# split_check_sched

**src/rtl/split_sched_pkg.sv**
```systemverilog
// Shared types and constants for the split-constraint checker scheduler.
// Optional statistics are enabled by SPLIT_SCHED_STATS_EN in split_check_sched.
package split_sched_pkg;

  typedef enum logic [1:0] {
    IDLE     = 2'd0,
    INFLIGHT = 2'd1,
    RESP     = 2'd2
  } slot_state_e;

  localparam logic [31:0] FORBID_DEFAULT = 32'h6839A06F;

  // Tag width covers the largest supported requester count (16).
  localparam int ID_W = 4;

  typedef struct packed {
    logic            vld;
    logic [ID_W-1:0] id;
    logic            sat;
  } pipe_entry_t;

  function automatic logic [31:0] sat_inc(input logic [31:0] cnt);
    if (cnt == 32'hFFFF_FFFF) begin
      return cnt;
    end else begin
      return cnt + 32'd1;
    end
  endfunction

endpackage

```
**src/rtl/split_check_pipe.sv**
```systemverilog
// Pipelined split-constraint checker: compare in stage 0, then a plain shift
// register; the exit is consumed by the scheduler's result registers.
module split_check_pipe
  import split_sched_pkg::*;
#(
  parameter int              W      = 32,
  parameter int              LAT    = 2,
  parameter logic [W-1:0]    FORBID = FORBID_DEFAULT
) (
  input  logic            clk,
  input  logic            rst,
  input  logic            in_vld,
  input  logic [ID_W-1:0] in_id,
  input  logic [W-1:0]    in_data,
  output logic            out_vld,
  output logic [ID_W-1:0] out_id,
  output logic            out_sat
);

  pipe_entry_t stage0_s;
  pipe_entry_t exit_s;

  assign stage0_s.vld = in_vld;
  assign stage0_s.id  = in_id;
  assign stage0_s.sat = (in_data != FORBID);

  // The scheduler's result register is the last latency stage, so only LAT-1 stages live here.
  generate
    if (LAT == 1) begin : g_comb
      assign exit_s = stage0_s;
    end else begin : g_regs
      pipe_entry_t pipe_q [LAT-1];

      always_ff @(posedge clk) begin
        if (rst) begin
          for (int k = 0; k < LAT-1; k++) pipe_q[k] <= '0;
        end else begin
          pipe_q[0] <= stage0_s;
          for (int k = 1; k < LAT-1; k++) pipe_q[k] <= pipe_q[k-1];
        end
      end

      assign exit_s = pipe_q[LAT-2];
    end
  endgenerate

  assign out_vld = exit_s.vld;
  assign out_id  = exit_s.id;
  assign out_sat = exit_s.sat;

endmodule

```
**src/rtl/split_check_sched.sv**
```systemverilog
// Round-robin scheduler sharing one split-constraint checker among NREQ requesters.
// Define SPLIT_SCHED_STATS_EN to add saturating sat_cnt/unsat_cnt verdict counters.
module split_check_sched
  import split_sched_pkg::*;
#(
  parameter int           NREQ   = 4,
  parameter int           W      = 32,
  parameter int           LAT    = 2,
  parameter logic [W-1:0] FORBID = FORBID_DEFAULT
) (
  input  logic              clk,
  input  logic              rst,
  input  logic [NREQ-1:0]   req_valid,
  input  logic [NREQ*W-1:0] req_data,
  output logic [NREQ-1:0]   req_ready,
  output logic [NREQ-1:0]   rsp_valid,
  output logic [NREQ-1:0]   rsp_sat,
  input  logic [NREQ-1:0]   rsp_ready,
  output logic              busy
`ifdef SPLIT_SCHED_STATS_EN
  ,
  output logic [31:0]       sat_cnt,
  output logic [31:0]       unsat_cnt
`endif
);

  localparam int PTR_W = $clog2(NREQ);

  slot_state_e       state_q [NREQ];
  logic [PTR_W-1:0]  rr_ptr_q;
  logic [NREQ-1:0]   rsp_valid_q;
  logic [NREQ-1:0]   rsp_sat_q;

  logic [NREQ-1:0]   elig_s;
  logic [NREQ-1:0]   grant_s;
  logic              grant_vld_s;
  logic [PTR_W-1:0]  grant_idx_s;
  logic [PTR_W-1:0]  next_ptr_s;
  logic [NREQ-1:0]   busy_vec_s;

  logic              exit_vld_s;
  logic [ID_W-1:0]   exit_id_s;
  logic              exit_sat_s;

  function automatic logic [PTR_W-1:0] rr_index(input logic [PTR_W-1:0] ptr, input int k);
    int s;
    s = int'(ptr) + k;
    if (s >= NREQ) begin
      s = s - NREQ;
    end else begin
      s = s;
    end
    return PTR_W'(s);
  endfunction

  // Eligibility and busy decode from registered slot states.
  always_comb begin
    elig_s     = '0;
    busy_vec_s = '0;
    for (int i = 0; i < NREQ; i++) begin
      elig_s[i]     = req_valid[i] && (state_q[i] == IDLE);
      busy_vec_s[i] = (state_q[i] != IDLE);
    end
  end

  // Round-robin pick: first eligible index at or after rr_ptr, with wrap.
  always_comb begin
    grant_s     = '0;
    grant_vld_s = 1'b0;
    grant_idx_s = '0;
    for (int k = 0; k < NREQ; k++) begin
      if (!grant_vld_s && elig_s[rr_index(rr_ptr_q, k)]) begin
        grant_vld_s = 1'b1;
        grant_idx_s = rr_index(rr_ptr_q, k);
      end else begin
        grant_vld_s = grant_vld_s;
      end
    end
    if (grant_vld_s) begin
      grant_s[grant_idx_s] = 1'b1;
    end else begin
      grant_s = '0;
    end
  end

  assign next_ptr_s = rr_index(grant_idx_s, 1);

  split_check_pipe #(
    .W      (W),
    .LAT    (LAT),
    .FORBID (FORBID)
  ) u_pipe (
    .clk     (clk),
    .rst     (rst),
    .in_vld  (grant_vld_s),
    .in_id   (ID_W'(grant_idx_s)),
    .in_data (req_data[int'(grant_idx_s)*W +: W]),
    .out_vld (exit_vld_s),
    .out_id  (exit_id_s),
    .out_sat (exit_sat_s)
  );

  // Per-slot FSMs, round-robin pointer and registered verdicts.
  always_ff @(posedge clk) begin
    if (rst) begin
      for (int i = 0; i < NREQ; i++) state_q[i] <= IDLE;
      rr_ptr_q    <= '0;
      rsp_valid_q <= '0;
      rsp_sat_q   <= '0;
    end else begin
      if (grant_vld_s) begin
        rr_ptr_q <= next_ptr_s;
      end else begin
        rr_ptr_q <= rr_ptr_q;
      end
      for (int i = 0; i < NREQ; i++) begin
        case (state_q[i])
          IDLE: begin
            if (grant_s[i]) state_q[i] <= INFLIGHT;
            else            state_q[i] <= IDLE;
          end
          INFLIGHT: begin
            if (exit_vld_s && (exit_id_s == ID_W'(i))) begin
              state_q[i]     <= RESP;
              rsp_valid_q[i] <= 1'b1;
              rsp_sat_q[i]   <= exit_sat_s;
            end else begin
              state_q[i] <= INFLIGHT;
            end
          end
          RESP: begin
            if (rsp_ready[i]) begin
              state_q[i]     <= IDLE;
              rsp_valid_q[i] <= 1'b0;
            end else begin
              state_q[i] <= RESP;
            end
          end
          default: begin
            state_q[i]     <= IDLE;
            rsp_valid_q[i] <= 1'b0;
          end
        endcase
      end
    end
  end

  assign req_ready = grant_s;
  assign rsp_valid = rsp_valid_q;
  assign rsp_sat   = rsp_sat_q;
  assign busy      = |busy_vec_s;

`ifdef SPLIT_SCHED_STATS_EN
  logic [31:0] sat_cnt_q;
  logic [31:0] unsat_cnt_q;

  // Verdict counters at the pipeline exit; one path, so at most one moves per cycle.
  always_ff @(posedge clk) begin
    if (rst) begin
      sat_cnt_q   <= 32'd0;
      unsat_cnt_q <= 32'd0;
    end else if (exit_vld_s) begin
      if (exit_sat_s) sat_cnt_q   <= sat_inc(sat_cnt_q);
      else            unsat_cnt_q <= sat_inc(unsat_cnt_q);
    end else begin
      sat_cnt_q   <= sat_cnt_q;
      unsat_cnt_q <= unsat_cnt_q;
    end
  end

  assign sat_cnt   = sat_cnt_q;
  assign unsat_cnt = unsat_cnt_q;
`endif

endmodule
```
**config.mk**
```make
export PLATFORM = sky130hd
export DESIGN_NAME = split_check_sched
export DESIGN_NICKNAME = d
export VERILOG_FILES = /design/src/rtl/split_sched_pkg.sv /design/src/rtl/split_check_pipe.sv /design/src/rtl/split_check_sched.sv
export SDC_FILE = /design/constraint.sdc
export NUM_CORES = 1
export LEC_CHECK = 0
export ABC_AREA = 1
export CAP_MARGIN = 10
export CORE_UTILIZATION = 36
export DETAILED_ROUTE_END_ITERATION = 10
export PLACE_DENSITY = 0.88
export SLEW_MARGIN = 25
export SYNTH_ARGS = -nofsm -noshare
export SYNTH_HDL_FRONTEND = slang
export SYNTH_SLANG_ARGS = --single-unit
```
**constraint.sdc**
```tcl
create_clock -name clk -period 4.2 [get_ports clk]
set_input_delay 0.42 -clock clk [delete_from_list [all_inputs] [get_ports clk]]
set_output_delay 0.42 -clock clk [all_outputs]
set_load 0.01 [all_outputs]
```
==> Changelog: implementation <==
### Physical design

* Status: finished, final reports clean
* Layer with the highest usage: met2
* Final RePlAce weighted congestion at 0.9280
* Layout area overhead at 90.10%
* Placed cell area at 0.003437 mm²
* Internal power at ~0.74 mW
* Top Layout Cells: 150 x clkdlybuf4s50_1, 42 x nand2_1, 33 x nor2_1
* Logic pwr share at 0.600
* Layout Cells excl Fill at 482
* Max clock buf depth at 2
* Final period util at 0.7631
* Cell taking the most area after synthesis: dfxtp_1
* Worst R2R End: state_q[1][0]
* Dpl hpwl at 5.654 mm
* Aggregate routed wire length at between 6 and 7 mm
* Log Warnings at 29
* Final net count at 558
* Worst path required time at 3.78 ns
* Synthesized instance count at 257
* Drt via density at 4.778
* Top cells by count: 42 x nand2_1, 33 x nor2_1, 31 x inv_1
* Die Width at 73.60 µm
* Register share after synthesis at 0.2820
* Initial DRC count at 90
* Setup slack after placement at 1.145 ns
* Final Max Slew Viols at 0
* Most used flip-flop cell: dfxtp_1
* HP Start: rsp_valid[3]
* Largest net degree at the start of global routing at 14
* IO Port Bufs at ~150
* Total gr overflow at 0
* Kind of critical path: reg -> out
* Count of multi-input gates at 205
* CTS tree: yes
Fig. 1: split_check_sched, cells by drive strength
Scale bar: 20 µm.
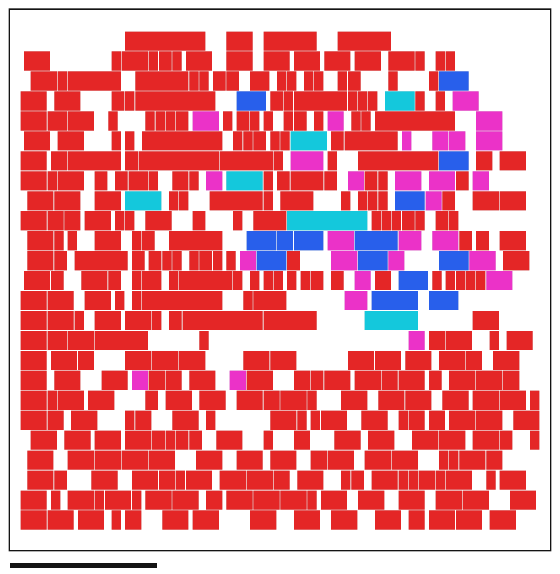
Key: drive 1 or less = red [cells 367, share 88%, most used clkdlybuf4s50_1]; drive 3 to 4 = blue [cells 14, share 3.4%, most used nand2_4]; drive 2 = magenta [cells 28, share 6.7%, most used nand3_2]; drive 6 and up = cyan [cells 6, share 1.4%, most used clkbuf_8]
setup ws final: 0.9950 ns
post-route cell area: 0.003508 mm²


# elastic_pipe_reg

Fig. 2: elastic_pipe_reg, clock network drawn from the DEF
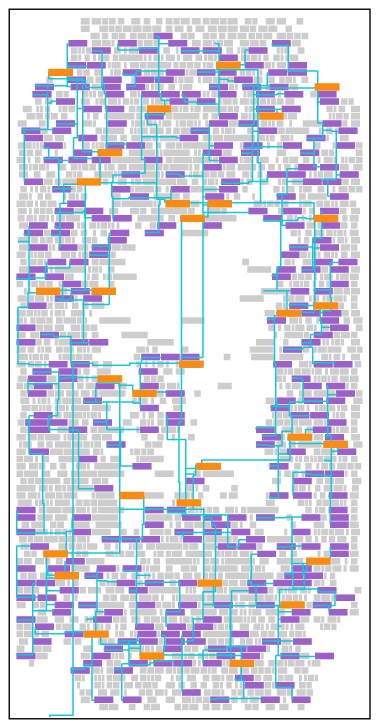
Fig. 3: elastic_pipe_reg, clock wiring as the flow saved it
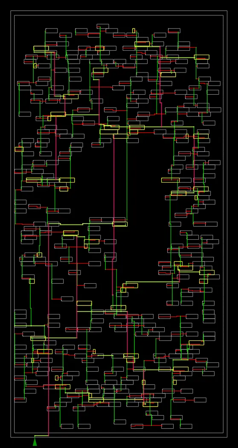
Fig. 4: elastic_pipe_reg, register map, names as in the netlist
Scale bar: 50 µm. Other sequential cells in the stronger gray, the rest of the logic in the fainter gray.
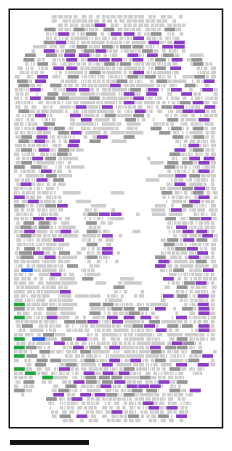
[config.mk]
export PLATFORM = sky130hd
export DESIGN_NAME = elastic_pipe_reg
export DESIGN_NICKNAME = d
export VERILOG_FILES = /design/src/rtl/pipe_pkg.sv /design/src/rtl/pipe_entry_reg.sv /design/src/rtl/elastic_pipe_reg.sv
export SDC_FILE = /design/constraint.sdc
export NUM_CORES = 1
export LEC_CHECK = 0
export ABC_AREA = 0
export CAP_MARGIN = 25
export CORE_AREA = 2 2 132 262
export DETAILED_ROUTE_END_ITERATION = 6
export DIE_AREA = 0 0 134 264
export PLACE_DENSITY = 0.84
export SETUP_SLACK_MARGIN = 0.1
export SYNTH_ARGS = -nofsm -noshare
export SYNTH_HDL_FRONTEND = slang
export SYNTH_SLANG_ARGS = --single-unit
[constraint.sdc]
create_clock -name clk -period 1.73 [get_ports clk]
set_clock_uncertainty 0.15 [all_clocks]
set_input_delay 0.173 -clock clk [delete_from_list [all_inputs] [get_ports clk]]
set_output_delay 0.173 -clock clk [all_outputs]
set_load 0.05 [all_outputs]
[src/rtl/pipe_pkg.sv]
// Shared types for the elastic pipeline stage: occupancy state encoding and counter step.
package pipe_pkg;

    typedef enum logic [1:0] {
        PS_EMPTY = 2'd0,
        PS_ONE   = 2'd1,
        PS_TWO   = 2'd2
    } pipe_state_t;

    localparam int PIPE_OCC_W    = 2;
    localparam int PIPE_CNT_STEP = 1;

    function automatic logic [PIPE_OCC_W-1:0] occ_of(input pipe_state_t s);
        case (s)
            PS_ONE:  return 2'd1;
            PS_TWO:  return 2'd2;
            default: return 2'd0;
        endcase
    endfunction

endpackage

[src/rtl/pipe_entry_reg.sv]
// One storage slot (control + data) of the elastic stage; clearing drops only the control field.
module pipe_entry_reg #(
    parameter int CTRL_W = 8,
    parameter int DATA_W = 160
) (
    input  logic              clk,
    input  logic              rst,
    input  logic              load,
    input  logic              clr,
    input  logic [CTRL_W-1:0] d_ctrl,
    input  logic [DATA_W-1:0] d_data,
    output logic [CTRL_W-1:0] q_ctrl,
    output logic [DATA_W-1:0] q_data
);

    always_ff @(posedge clk) begin
        if (!rst) begin
            q_ctrl <= '0;
            q_data <= '0;
        end else if (load) begin
            q_ctrl <= d_ctrl;
            q_data <= d_data;
        end else if (clr) begin
            q_ctrl <= '0;
        end
    end

endmodule

[src/rtl/elastic_pipe_reg.sv]
// Elastic pipeline stage: main + skid entry, registered in_ready, flush to bubble.
// Optional perf counters (stall_cnt/bubble_cnt) built only with ELASTIC_PIPE_PERF_EN.
//
// state    | meaning
// PS_EMPTY | no entry held, out_valid low
// PS_ONE   | head in main reg
// PS_TWO   | head in main reg, next entry in skid reg, in_ready low
module elastic_pipe_reg
    import pipe_pkg::*;
#(
    parameter int CTRL_W = 8,
    parameter int DATA_W = 160,
    parameter int CNT_W  = 16
) (
    input  logic              clk,
    input  logic              rst,
    input  logic              flush,
    input  logic              in_valid,
    output logic              in_ready,
    input  logic [CTRL_W-1:0] in_ctrl,
    input  logic [DATA_W-1:0] in_data,
    output logic              out_valid,
    input  logic              out_ready,
    output logic [CTRL_W-1:0] out_ctrl,
    output logic [DATA_W-1:0] out_data,
    output logic [1:0]        occupancy
`ifdef ELASTIC_PIPE_PERF_EN
    ,
    output logic [CNT_W-1:0]  stall_cnt,
    output logic [CNT_W-1:0]  bubble_cnt
`endif
);

    pipe_state_t       state, state_nx;
    logic              accept, pop;
    logic              main_ld, main_clr, skid_ld, skid_clr;
    logic [CTRL_W-1:0] skid_ctrl, main_ctrl_d;
    logic [DATA_W-1:0] skid_data, main_data_d;

    assign accept = in_valid & in_ready & ~flush;
    assign pop    = out_valid & out_ready;

    always_comb begin
        state_nx = state;
        main_ld  = 1'b0;
        skid_ld  = 1'b0;
        main_clr = flush;
        skid_clr = flush;
        if (flush) begin
            state_nx = PS_EMPTY;
        end else begin
            case (state)
                PS_EMPTY: if (accept) begin
                    state_nx = PS_ONE;
                    main_ld  = 1'b1;
                end
                PS_ONE: begin
                    if (accept && pop) begin
                        main_ld = 1'b1;
                    end else if (accept) begin
                        state_nx = PS_TWO;
                        skid_ld  = 1'b1;
                    end else if (pop) begin
                        state_nx = PS_EMPTY;
                        main_clr = 1'b1;
                    end
                end
                PS_TWO: if (pop) begin
                    state_nx = PS_ONE;
                    main_ld  = 1'b1;
                    skid_clr = 1'b1;
                end
                default: state_nx = PS_EMPTY;
            endcase
        end
    end

    // Main refills from the skid slot when draining TWO, otherwise from upstream.
    assign main_ctrl_d = (state == PS_TWO) ? skid_ctrl : in_ctrl;
    assign main_data_d = (state == PS_TWO) ? skid_data : in_data;

    always_ff @(posedge clk) begin
        if (!rst) begin
            state     <= PS_EMPTY;
            in_ready  <= 1'b1;
            out_valid <= 1'b0;
        end else begin
            state     <= state_nx;
            in_ready  <= (state_nx != PS_TWO);
            out_valid <= (state_nx != PS_EMPTY);
        end
    end

    assign occupancy = occ_of(state);

    pipe_entry_reg #(.CTRL_W(CTRL_W), .DATA_W(DATA_W)) u_main (
        .clk    (clk),
        .rst    (rst),
        .load   (main_ld),
        .clr    (main_clr),
        .d_ctrl (main_ctrl_d),
        .d_data (main_data_d),
        .q_ctrl (out_ctrl),
        .q_data (out_data)
    );

    pipe_entry_reg #(.CTRL_W(CTRL_W), .DATA_W(DATA_W)) u_skid (
        .clk    (clk),
        .rst    (rst),
        .load   (skid_ld),
        .clr    (skid_clr),
        .d_ctrl (in_ctrl),
        .d_data (in_data),
        .q_ctrl (skid_ctrl),
        .q_data (skid_data)
    );

`ifdef ELASTIC_PIPE_PERF_EN
    localparam logic [CNT_W-1:0] CNT_MAX = '1;

    always_ff @(posedge clk) begin
        if (!rst) begin
            stall_cnt  <= '0;
            bubble_cnt <= '0;
        end else begin
            if (out_valid && !out_ready && stall_cnt != CNT_MAX)
                stall_cnt <= stall_cnt + CNT_W'(PIPE_CNT_STEP);
            if (!out_valid && bubble_cnt != CNT_MAX)
                bubble_cnt <= bubble_cnt + CNT_W'(PIPE_CNT_STEP);
        end
    end
`else
    logic [31:0] unused_cnt_w;
    assign unused_cnt_w = CNT_W;
`endif

endmodule

==> Changelog: implementation <==
### Physical design

* Area fraction in mux cells at 0.1147
* Post-route cell area at around 0.022 mm²
* Crit end category: flop
* Antenna cells at 7
* Seq area share at 0.3085
* Status: finished, violations left
* Detail Route Antenna Nets at 0
* Met1 wire length at about 19 mm
* Met2 routed wirelength at 27.70 mm
* Cts repair resizes at 98
* Placed cell area at ~0.019 mm²
* Setup ws final at -0.2269 ns
* Highest metal used: met4
* Worst reg2reg path depth at 8
* Vias in the first global route at 14,040
* Clock Pin Slew Worst Setup and Hold Paths at 0.07 ns
* Drt pass-1 iters at 7
* Count of final setup violators at between 300 and 400
* Yosys simple share at 0.2010
* Switching Share at 0.2577
* Die Ht at 264 µm
* Setup slack after placement at -0.4329 ns
* Setup crit end: u_skid.q_data[32]
* Tightest Pin Transition at 0.4442 ns
* Slowest CP cell: dfxtp_2
* Failing checks: negative setup slack
* Layer with the highest usage: met2
* Aoi share at 0.1760
* Initial antenna violation count at 7
* Mean Syn Cell Area at 8.861 µm²
* Critical Path Start: state[1]
* Biggest area cells: dfxtp_1 46%, nand2_1 12%, mux2i_1 11%
* Comb group at 2.57 mW
* Die Width at 134 µm
* R2r setup slk at -0.23 ns
* IO Count at 345
* First-pass GRT wire length at around 76 mm
## Picture notes: Fig. 2
Key: clock wires = cyan [length 4,240 µm]; flip-flops = purple [count 340]; cells driving clock nets = orange [count 31]
Position of the flops: widely spread.

## Picture notes: Fig. 3
Flop Count: 340
CTS Buf Count: 31
clk latency of the worst-skew pair: 0.57 ns
TritonCTS sink count: 340

## Picture notes: Fig. 4
Key: `u_main.q_ctrl` = green [flops 8, where lower left]; `state` = blue [flops 2]; `u_main.q_data` = purple [flops 160, where widely spread]
Another 170 sequential cells are not colored.


# alu_arbiter_flat

==> src/rtl/alu_arbiter_if.sv <==
// Request/response bundle between two requesters and alu_arbiter.
// master: requester side (ops, rsp_ready); slave: arbiter side.
interface alu_arbiter_if #(
   parameter int DW = 32
);
   logic [1:0]    req_valid;
   logic [1:0]    req_ready;
   logic [DW-1:0] req0_Op1;
   logic [DW-1:0] req0_Op2;
   logic [2:0]    req0_S_Op;
   logic [DW-1:0] req1_Op1;
   logic [DW-1:0] req1_Op2;
   logic [2:0]    req1_S_Op;
   logic [1:0]    rsp_valid;
   logic [1:0]    rsp_ready;
   logic [DW-1:0] rsp_R_Op;
   logic          rsp_ZF;
   logic          rsp_DZ;

   modport master (
      output req_valid, req0_Op1, req0_Op2, req0_S_Op,
      output req1_Op1, req1_Op2, req1_S_Op, rsp_ready,
      input  req_ready, rsp_valid, rsp_R_Op, rsp_ZF, rsp_DZ
   );

   modport slave (
      input  req_valid, req0_Op1, req0_Op2, req0_S_Op,
      input  req1_Op1, req1_Op2, req1_S_Op, rsp_ready,
      output req_ready, rsp_valid, rsp_R_Op, rsp_ZF, rsp_DZ
   );
endinterface

==> src/rtl/alu_arbiter.sv <==
// Shares one external combinational ALU between two requesters.
// Ports: clk, rst (sync, active-high); bus (alu_arbiter_if.slave:
// req_valid/ready, req0/1 ops, rsp_valid/ready, rsp_R_Op/ZF/DZ);
// alu_Op1/Op2/S_Op out (registered), alu_R_Op/ZF in; busy out.
// Define ALU_ARB_RR_EN for round-robin; default is fixed priority.
module alu_arbiter #(
   parameter int DW = 32
) (
   input  logic          clk,
   input  logic          rst,
   alu_arbiter_if.slave  bus,
   output logic [DW-1:0] alu_Op1,
   output logic [DW-1:0] alu_Op2,
   output logic [2:0]    alu_S_Op,
   input  logic [DW-1:0] alu_R_Op,
   input  logic          alu_ZF,
   output logic          busy
);
   localparam logic [2:0] OP_DIV = 3'b011;
   localparam logic [2:0] OP_NOP = 3'b111;

   typedef enum logic [1:0] {
      IDLE = 2'd0,
      EXEC = 2'd1,
      RESP = 2'd2
   } state_t;

   state_t     state;
   state_t     state_nxt;
   logic [1:0] grant;
   logic [1:0] tie_grant;
   logic       win;
   logic       take;
   logic       id;
   logic       rsp_hs;

`ifdef ALU_ARB_RR_EN
   // ptr holds the last winner; a tie goes to the other one.
   logic ptr;

   always_ff @(posedge clk) begin
      if (rst)
         ptr <= 1'b1;
      else if (take)
         ptr <= win;
   end

   assign tie_grant = ptr ? 2'b01 : 2'b10;
`else
   assign tie_grant = 2'b01;
`endif

   always_comb begin
      grant = 2'b00;
      unique case (1'b1)
         (bus.req_valid == 2'b11): grant = tie_grant;
         (bus.req_valid == 2'b01): grant = 2'b01;
         (bus.req_valid == 2'b10): grant = 2'b10;
         default:                  grant = 2'b00;
      endcase
   end

   assign win    = grant[1];
   assign take   = (state == IDLE) && (grant != 2'b00);
   assign rsp_hs = (state == RESP) && bus.rsp_ready[id];

   always_ff @(posedge clk) begin
      if (rst)
         state <= IDLE;
      else
         state <= state_nxt;
   end

   always_comb begin
      state_nxt = state;
      unique case (state)
         IDLE:    if (take) state_nxt = EXEC;
         EXEC:    state_nxt = RESP;
         RESP:    if (rsp_hs) state_nxt = IDLE;
         default: state_nxt = IDLE;
      endcase
   end

   always_comb begin
      bus.req_ready = 2'b00;
      bus.rsp_valid = 2'b00;
      busy          = (state != IDLE);
      if (state == IDLE)
         bus.req_ready = grant;
      if (state == RESP)
         bus.rsp_valid = {id, ~id};
   end

   // ALU input and result registers; the ALU inputs are
   // deliberately left holding the last op when idle.
   always_ff @(posedge clk) begin
      if (rst) begin
         alu_Op1      <= '0;
         alu_Op2      <= '0;
         alu_S_Op     <= OP_NOP;
         id           <= 1'b0;
         bus.rsp_R_Op <= '0;
         bus.rsp_ZF   <= 1'b0;
         bus.rsp_DZ   <= 1'b0;
      end else begin
         if (take) begin
            id       <= win;
            alu_Op1  <= win ? bus.req1_Op1  : bus.req0_Op1;
            alu_Op2  <= win ? bus.req1_Op2  : bus.req0_Op2;
            alu_S_Op <= win ? bus.req1_S_Op : bus.req0_S_Op;
         end
         if (state == EXEC) begin
            if (alu_S_Op == OP_DIV && alu_Op2 == '0) begin
               bus.rsp_R_Op <= '1;
               bus.rsp_ZF   <= 1'b0;
               bus.rsp_DZ   <= 1'b1;
            end else begin
               bus.rsp_R_Op <= alu_R_Op;
               bus.rsp_ZF   <= alu_ZF;
               bus.rsp_DZ   <= 1'b0;
            end
         end
      end
   end
endmodule

==> src/flat_wrapper.sv <==
// flat-port wrapper written by rule: the top's interface ports become plain ports
module alu_arbiter_flat 
#(
   parameter int DW = 32
)
  (clk, rst, alu_Op1, alu_Op2, alu_S_Op, alu_R_Op, alu_ZF, busy, bus_req_valid, bus_req0_Op1, bus_req0_Op2, bus_req0_S_Op, bus_req1_Op1, bus_req1_Op2, bus_req1_S_Op, bus_rsp_ready, bus_req_ready, bus_rsp_valid, bus_rsp_R_Op, bus_rsp_ZF, bus_rsp_DZ);
  alu_arbiter_if #(.DW(DW)) bus_i ();
  input  logic clk;
  input  logic rst;
  output logic [DW-1:0] alu_Op1;
  output logic [DW-1:0] alu_Op2;
  output logic [2:0] alu_S_Op;
  input  logic [DW-1:0] alu_R_Op;
  input  logic alu_ZF;
  output logic busy;
  input wire logic [$bits(bus_i.req_valid)-1:0] bus_req_valid;
  input wire logic [$bits(bus_i.req0_Op1)-1:0] bus_req0_Op1;
  input wire logic [$bits(bus_i.req0_Op2)-1:0] bus_req0_Op2;
  input wire logic [$bits(bus_i.req0_S_Op)-1:0] bus_req0_S_Op;
  input wire logic [$bits(bus_i.req1_Op1)-1:0] bus_req1_Op1;
  input wire logic [$bits(bus_i.req1_Op2)-1:0] bus_req1_Op2;
  input wire logic [$bits(bus_i.req1_S_Op)-1:0] bus_req1_S_Op;
  input wire logic [$bits(bus_i.rsp_ready)-1:0] bus_rsp_ready;
  output wire logic [$bits(bus_i.req_ready)-1:0] bus_req_ready;
  output wire logic [$bits(bus_i.rsp_valid)-1:0] bus_rsp_valid;
  output wire logic [$bits(bus_i.rsp_R_Op)-1:0] bus_rsp_R_Op;
  output wire logic [$bits(bus_i.rsp_ZF)-1:0] bus_rsp_ZF;
  output wire logic [$bits(bus_i.rsp_DZ)-1:0] bus_rsp_DZ;
  assign bus_i.req_valid = bus_req_valid;
  assign bus_i.req0_Op1 = bus_req0_Op1;
  assign bus_i.req0_Op2 = bus_req0_Op2;
  assign bus_i.req0_S_Op = bus_req0_S_Op;
  assign bus_i.req1_Op1 = bus_req1_Op1;
  assign bus_i.req1_Op2 = bus_req1_Op2;
  assign bus_i.req1_S_Op = bus_req1_S_Op;
  assign bus_i.rsp_ready = bus_rsp_ready;
  assign bus_req_ready = bus_i.req_ready;
  assign bus_rsp_valid = bus_i.rsp_valid;
  assign bus_rsp_R_Op = bus_i.rsp_R_Op;
  assign bus_rsp_ZF = bus_i.rsp_ZF;
  assign bus_rsp_DZ = bus_i.rsp_DZ;
  alu_arbiter #(.DW(DW)) u_core (.clk(clk), .rst(rst), .bus(bus_i), .alu_Op1(alu_Op1), .alu_Op2(alu_Op2), .alu_S_Op(alu_S_Op), .alu_R_Op(alu_R_Op), .alu_ZF(alu_ZF), .busy(busy));
endmodule
==> config.mk <==
export PLATFORM = sky130hd
export DESIGN_NAME = alu_arbiter_flat
export DESIGN_NICKNAME = d
export VERILOG_FILES = /design/src/rtl/alu_arbiter_if.sv /design/src/rtl/alu_arbiter.sv /design/src/flat_wrapper.sv
export SDC_FILE = /design/constraint.sdc
export NUM_CORES = 1
export LEC_CHECK = 0
export ABC_CLOCK_PERIOD_IN_PS = 3900
export CELL_PAD_IN_SITES_DETAIL_PLACEMENT = 1
export CELL_PAD_IN_SITES_GLOBAL_PLACEMENT = 1
export CORE_ASPECT_RATIO = 1.4
export CORE_UTILIZATION = 29
export CTS_CLUSTER_DIAMETER = 60
export DETAILED_ROUTE_END_ITERATION = 6
export PLACE_DENSITY_LB_ADDON = 0.05
export SLEW_MARGIN = 20
export SYNTH_ARGS = -nofsm -noshare
export SYNTH_HDL_FRONTEND = slang
export SYNTH_SLANG_ARGS = --single-unit
export TNS_END_PERCENT = 5
==> constraint.sdc <==
create_clock -name clk -period 3.9 [get_ports clk]
set_input_delay 0.975 -clock clk [delete_from_list [all_inputs] [get_ports clk]]
set_output_delay 0.975 -clock clk [all_outputs]
set_load 0.02 [all_outputs]
==> Changelog: implementation <==
### Physical design

* Maximum operating frequency at 287.1 MHz
* Met1 GRT Util at 0.2019
* Setup ws final at roughly 0.42 ns
* Critical Path Start: bus_req_valid[1]
* Post-route cell area at 0.007820 mm²
* Skew final at 0.008337 ns
* Dpl hpwl at 12.67 mm
* Comb group at 0.996 mW
* Total gr overflow at 0
* Cell Area, Synth at 0.004618 mm²
* Met1 wire length at 6.085 mm
* Crit end category: output pin
* Layout Cells excl Fill at 937
* Top cell category: buffers
* Final hold vios at 0
* Share of flip-flops with an asynchronous set or reset at 0
* Hold slack at 0.4600 ns
* IO Port Bufs at 278
* Slowest CP cell: clkdlybuf4s50_1
* Register share after synthesis at 0.4508
* Tightest Pin Transition at just over 0.7 ns
* WL/cell at approximately 18 µm
* Most numerous logic cell after layout: clkdlybuf4s50_1
* Clock Pin Slew Worst Setup and Hold Paths at 0.07 ns
* Status: finished, final reports clean
* Internal power at 2.216 mW
* Final TNS setup at 0 ns
Fig. 5: alu_arbiter_flat, placement by cell class
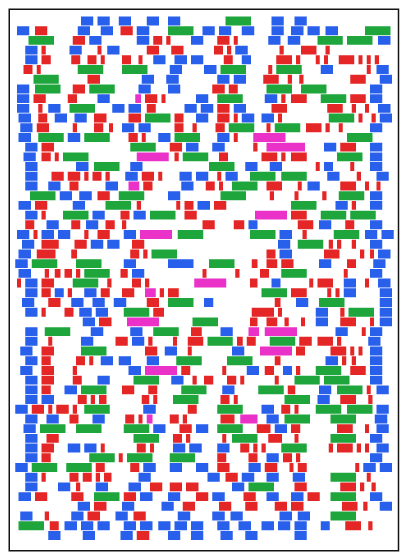
Key: clock drivers and dummy loads = magenta [cells 16, share of their area 4.0%]; all other logic = red [cells 335, share of their area 31%]; flops = green [cells 104, share of their area 27%]; other buffers and delay cells = blue [cells 286, share of their area 38%]


Power and IR drop assume default switching activity.
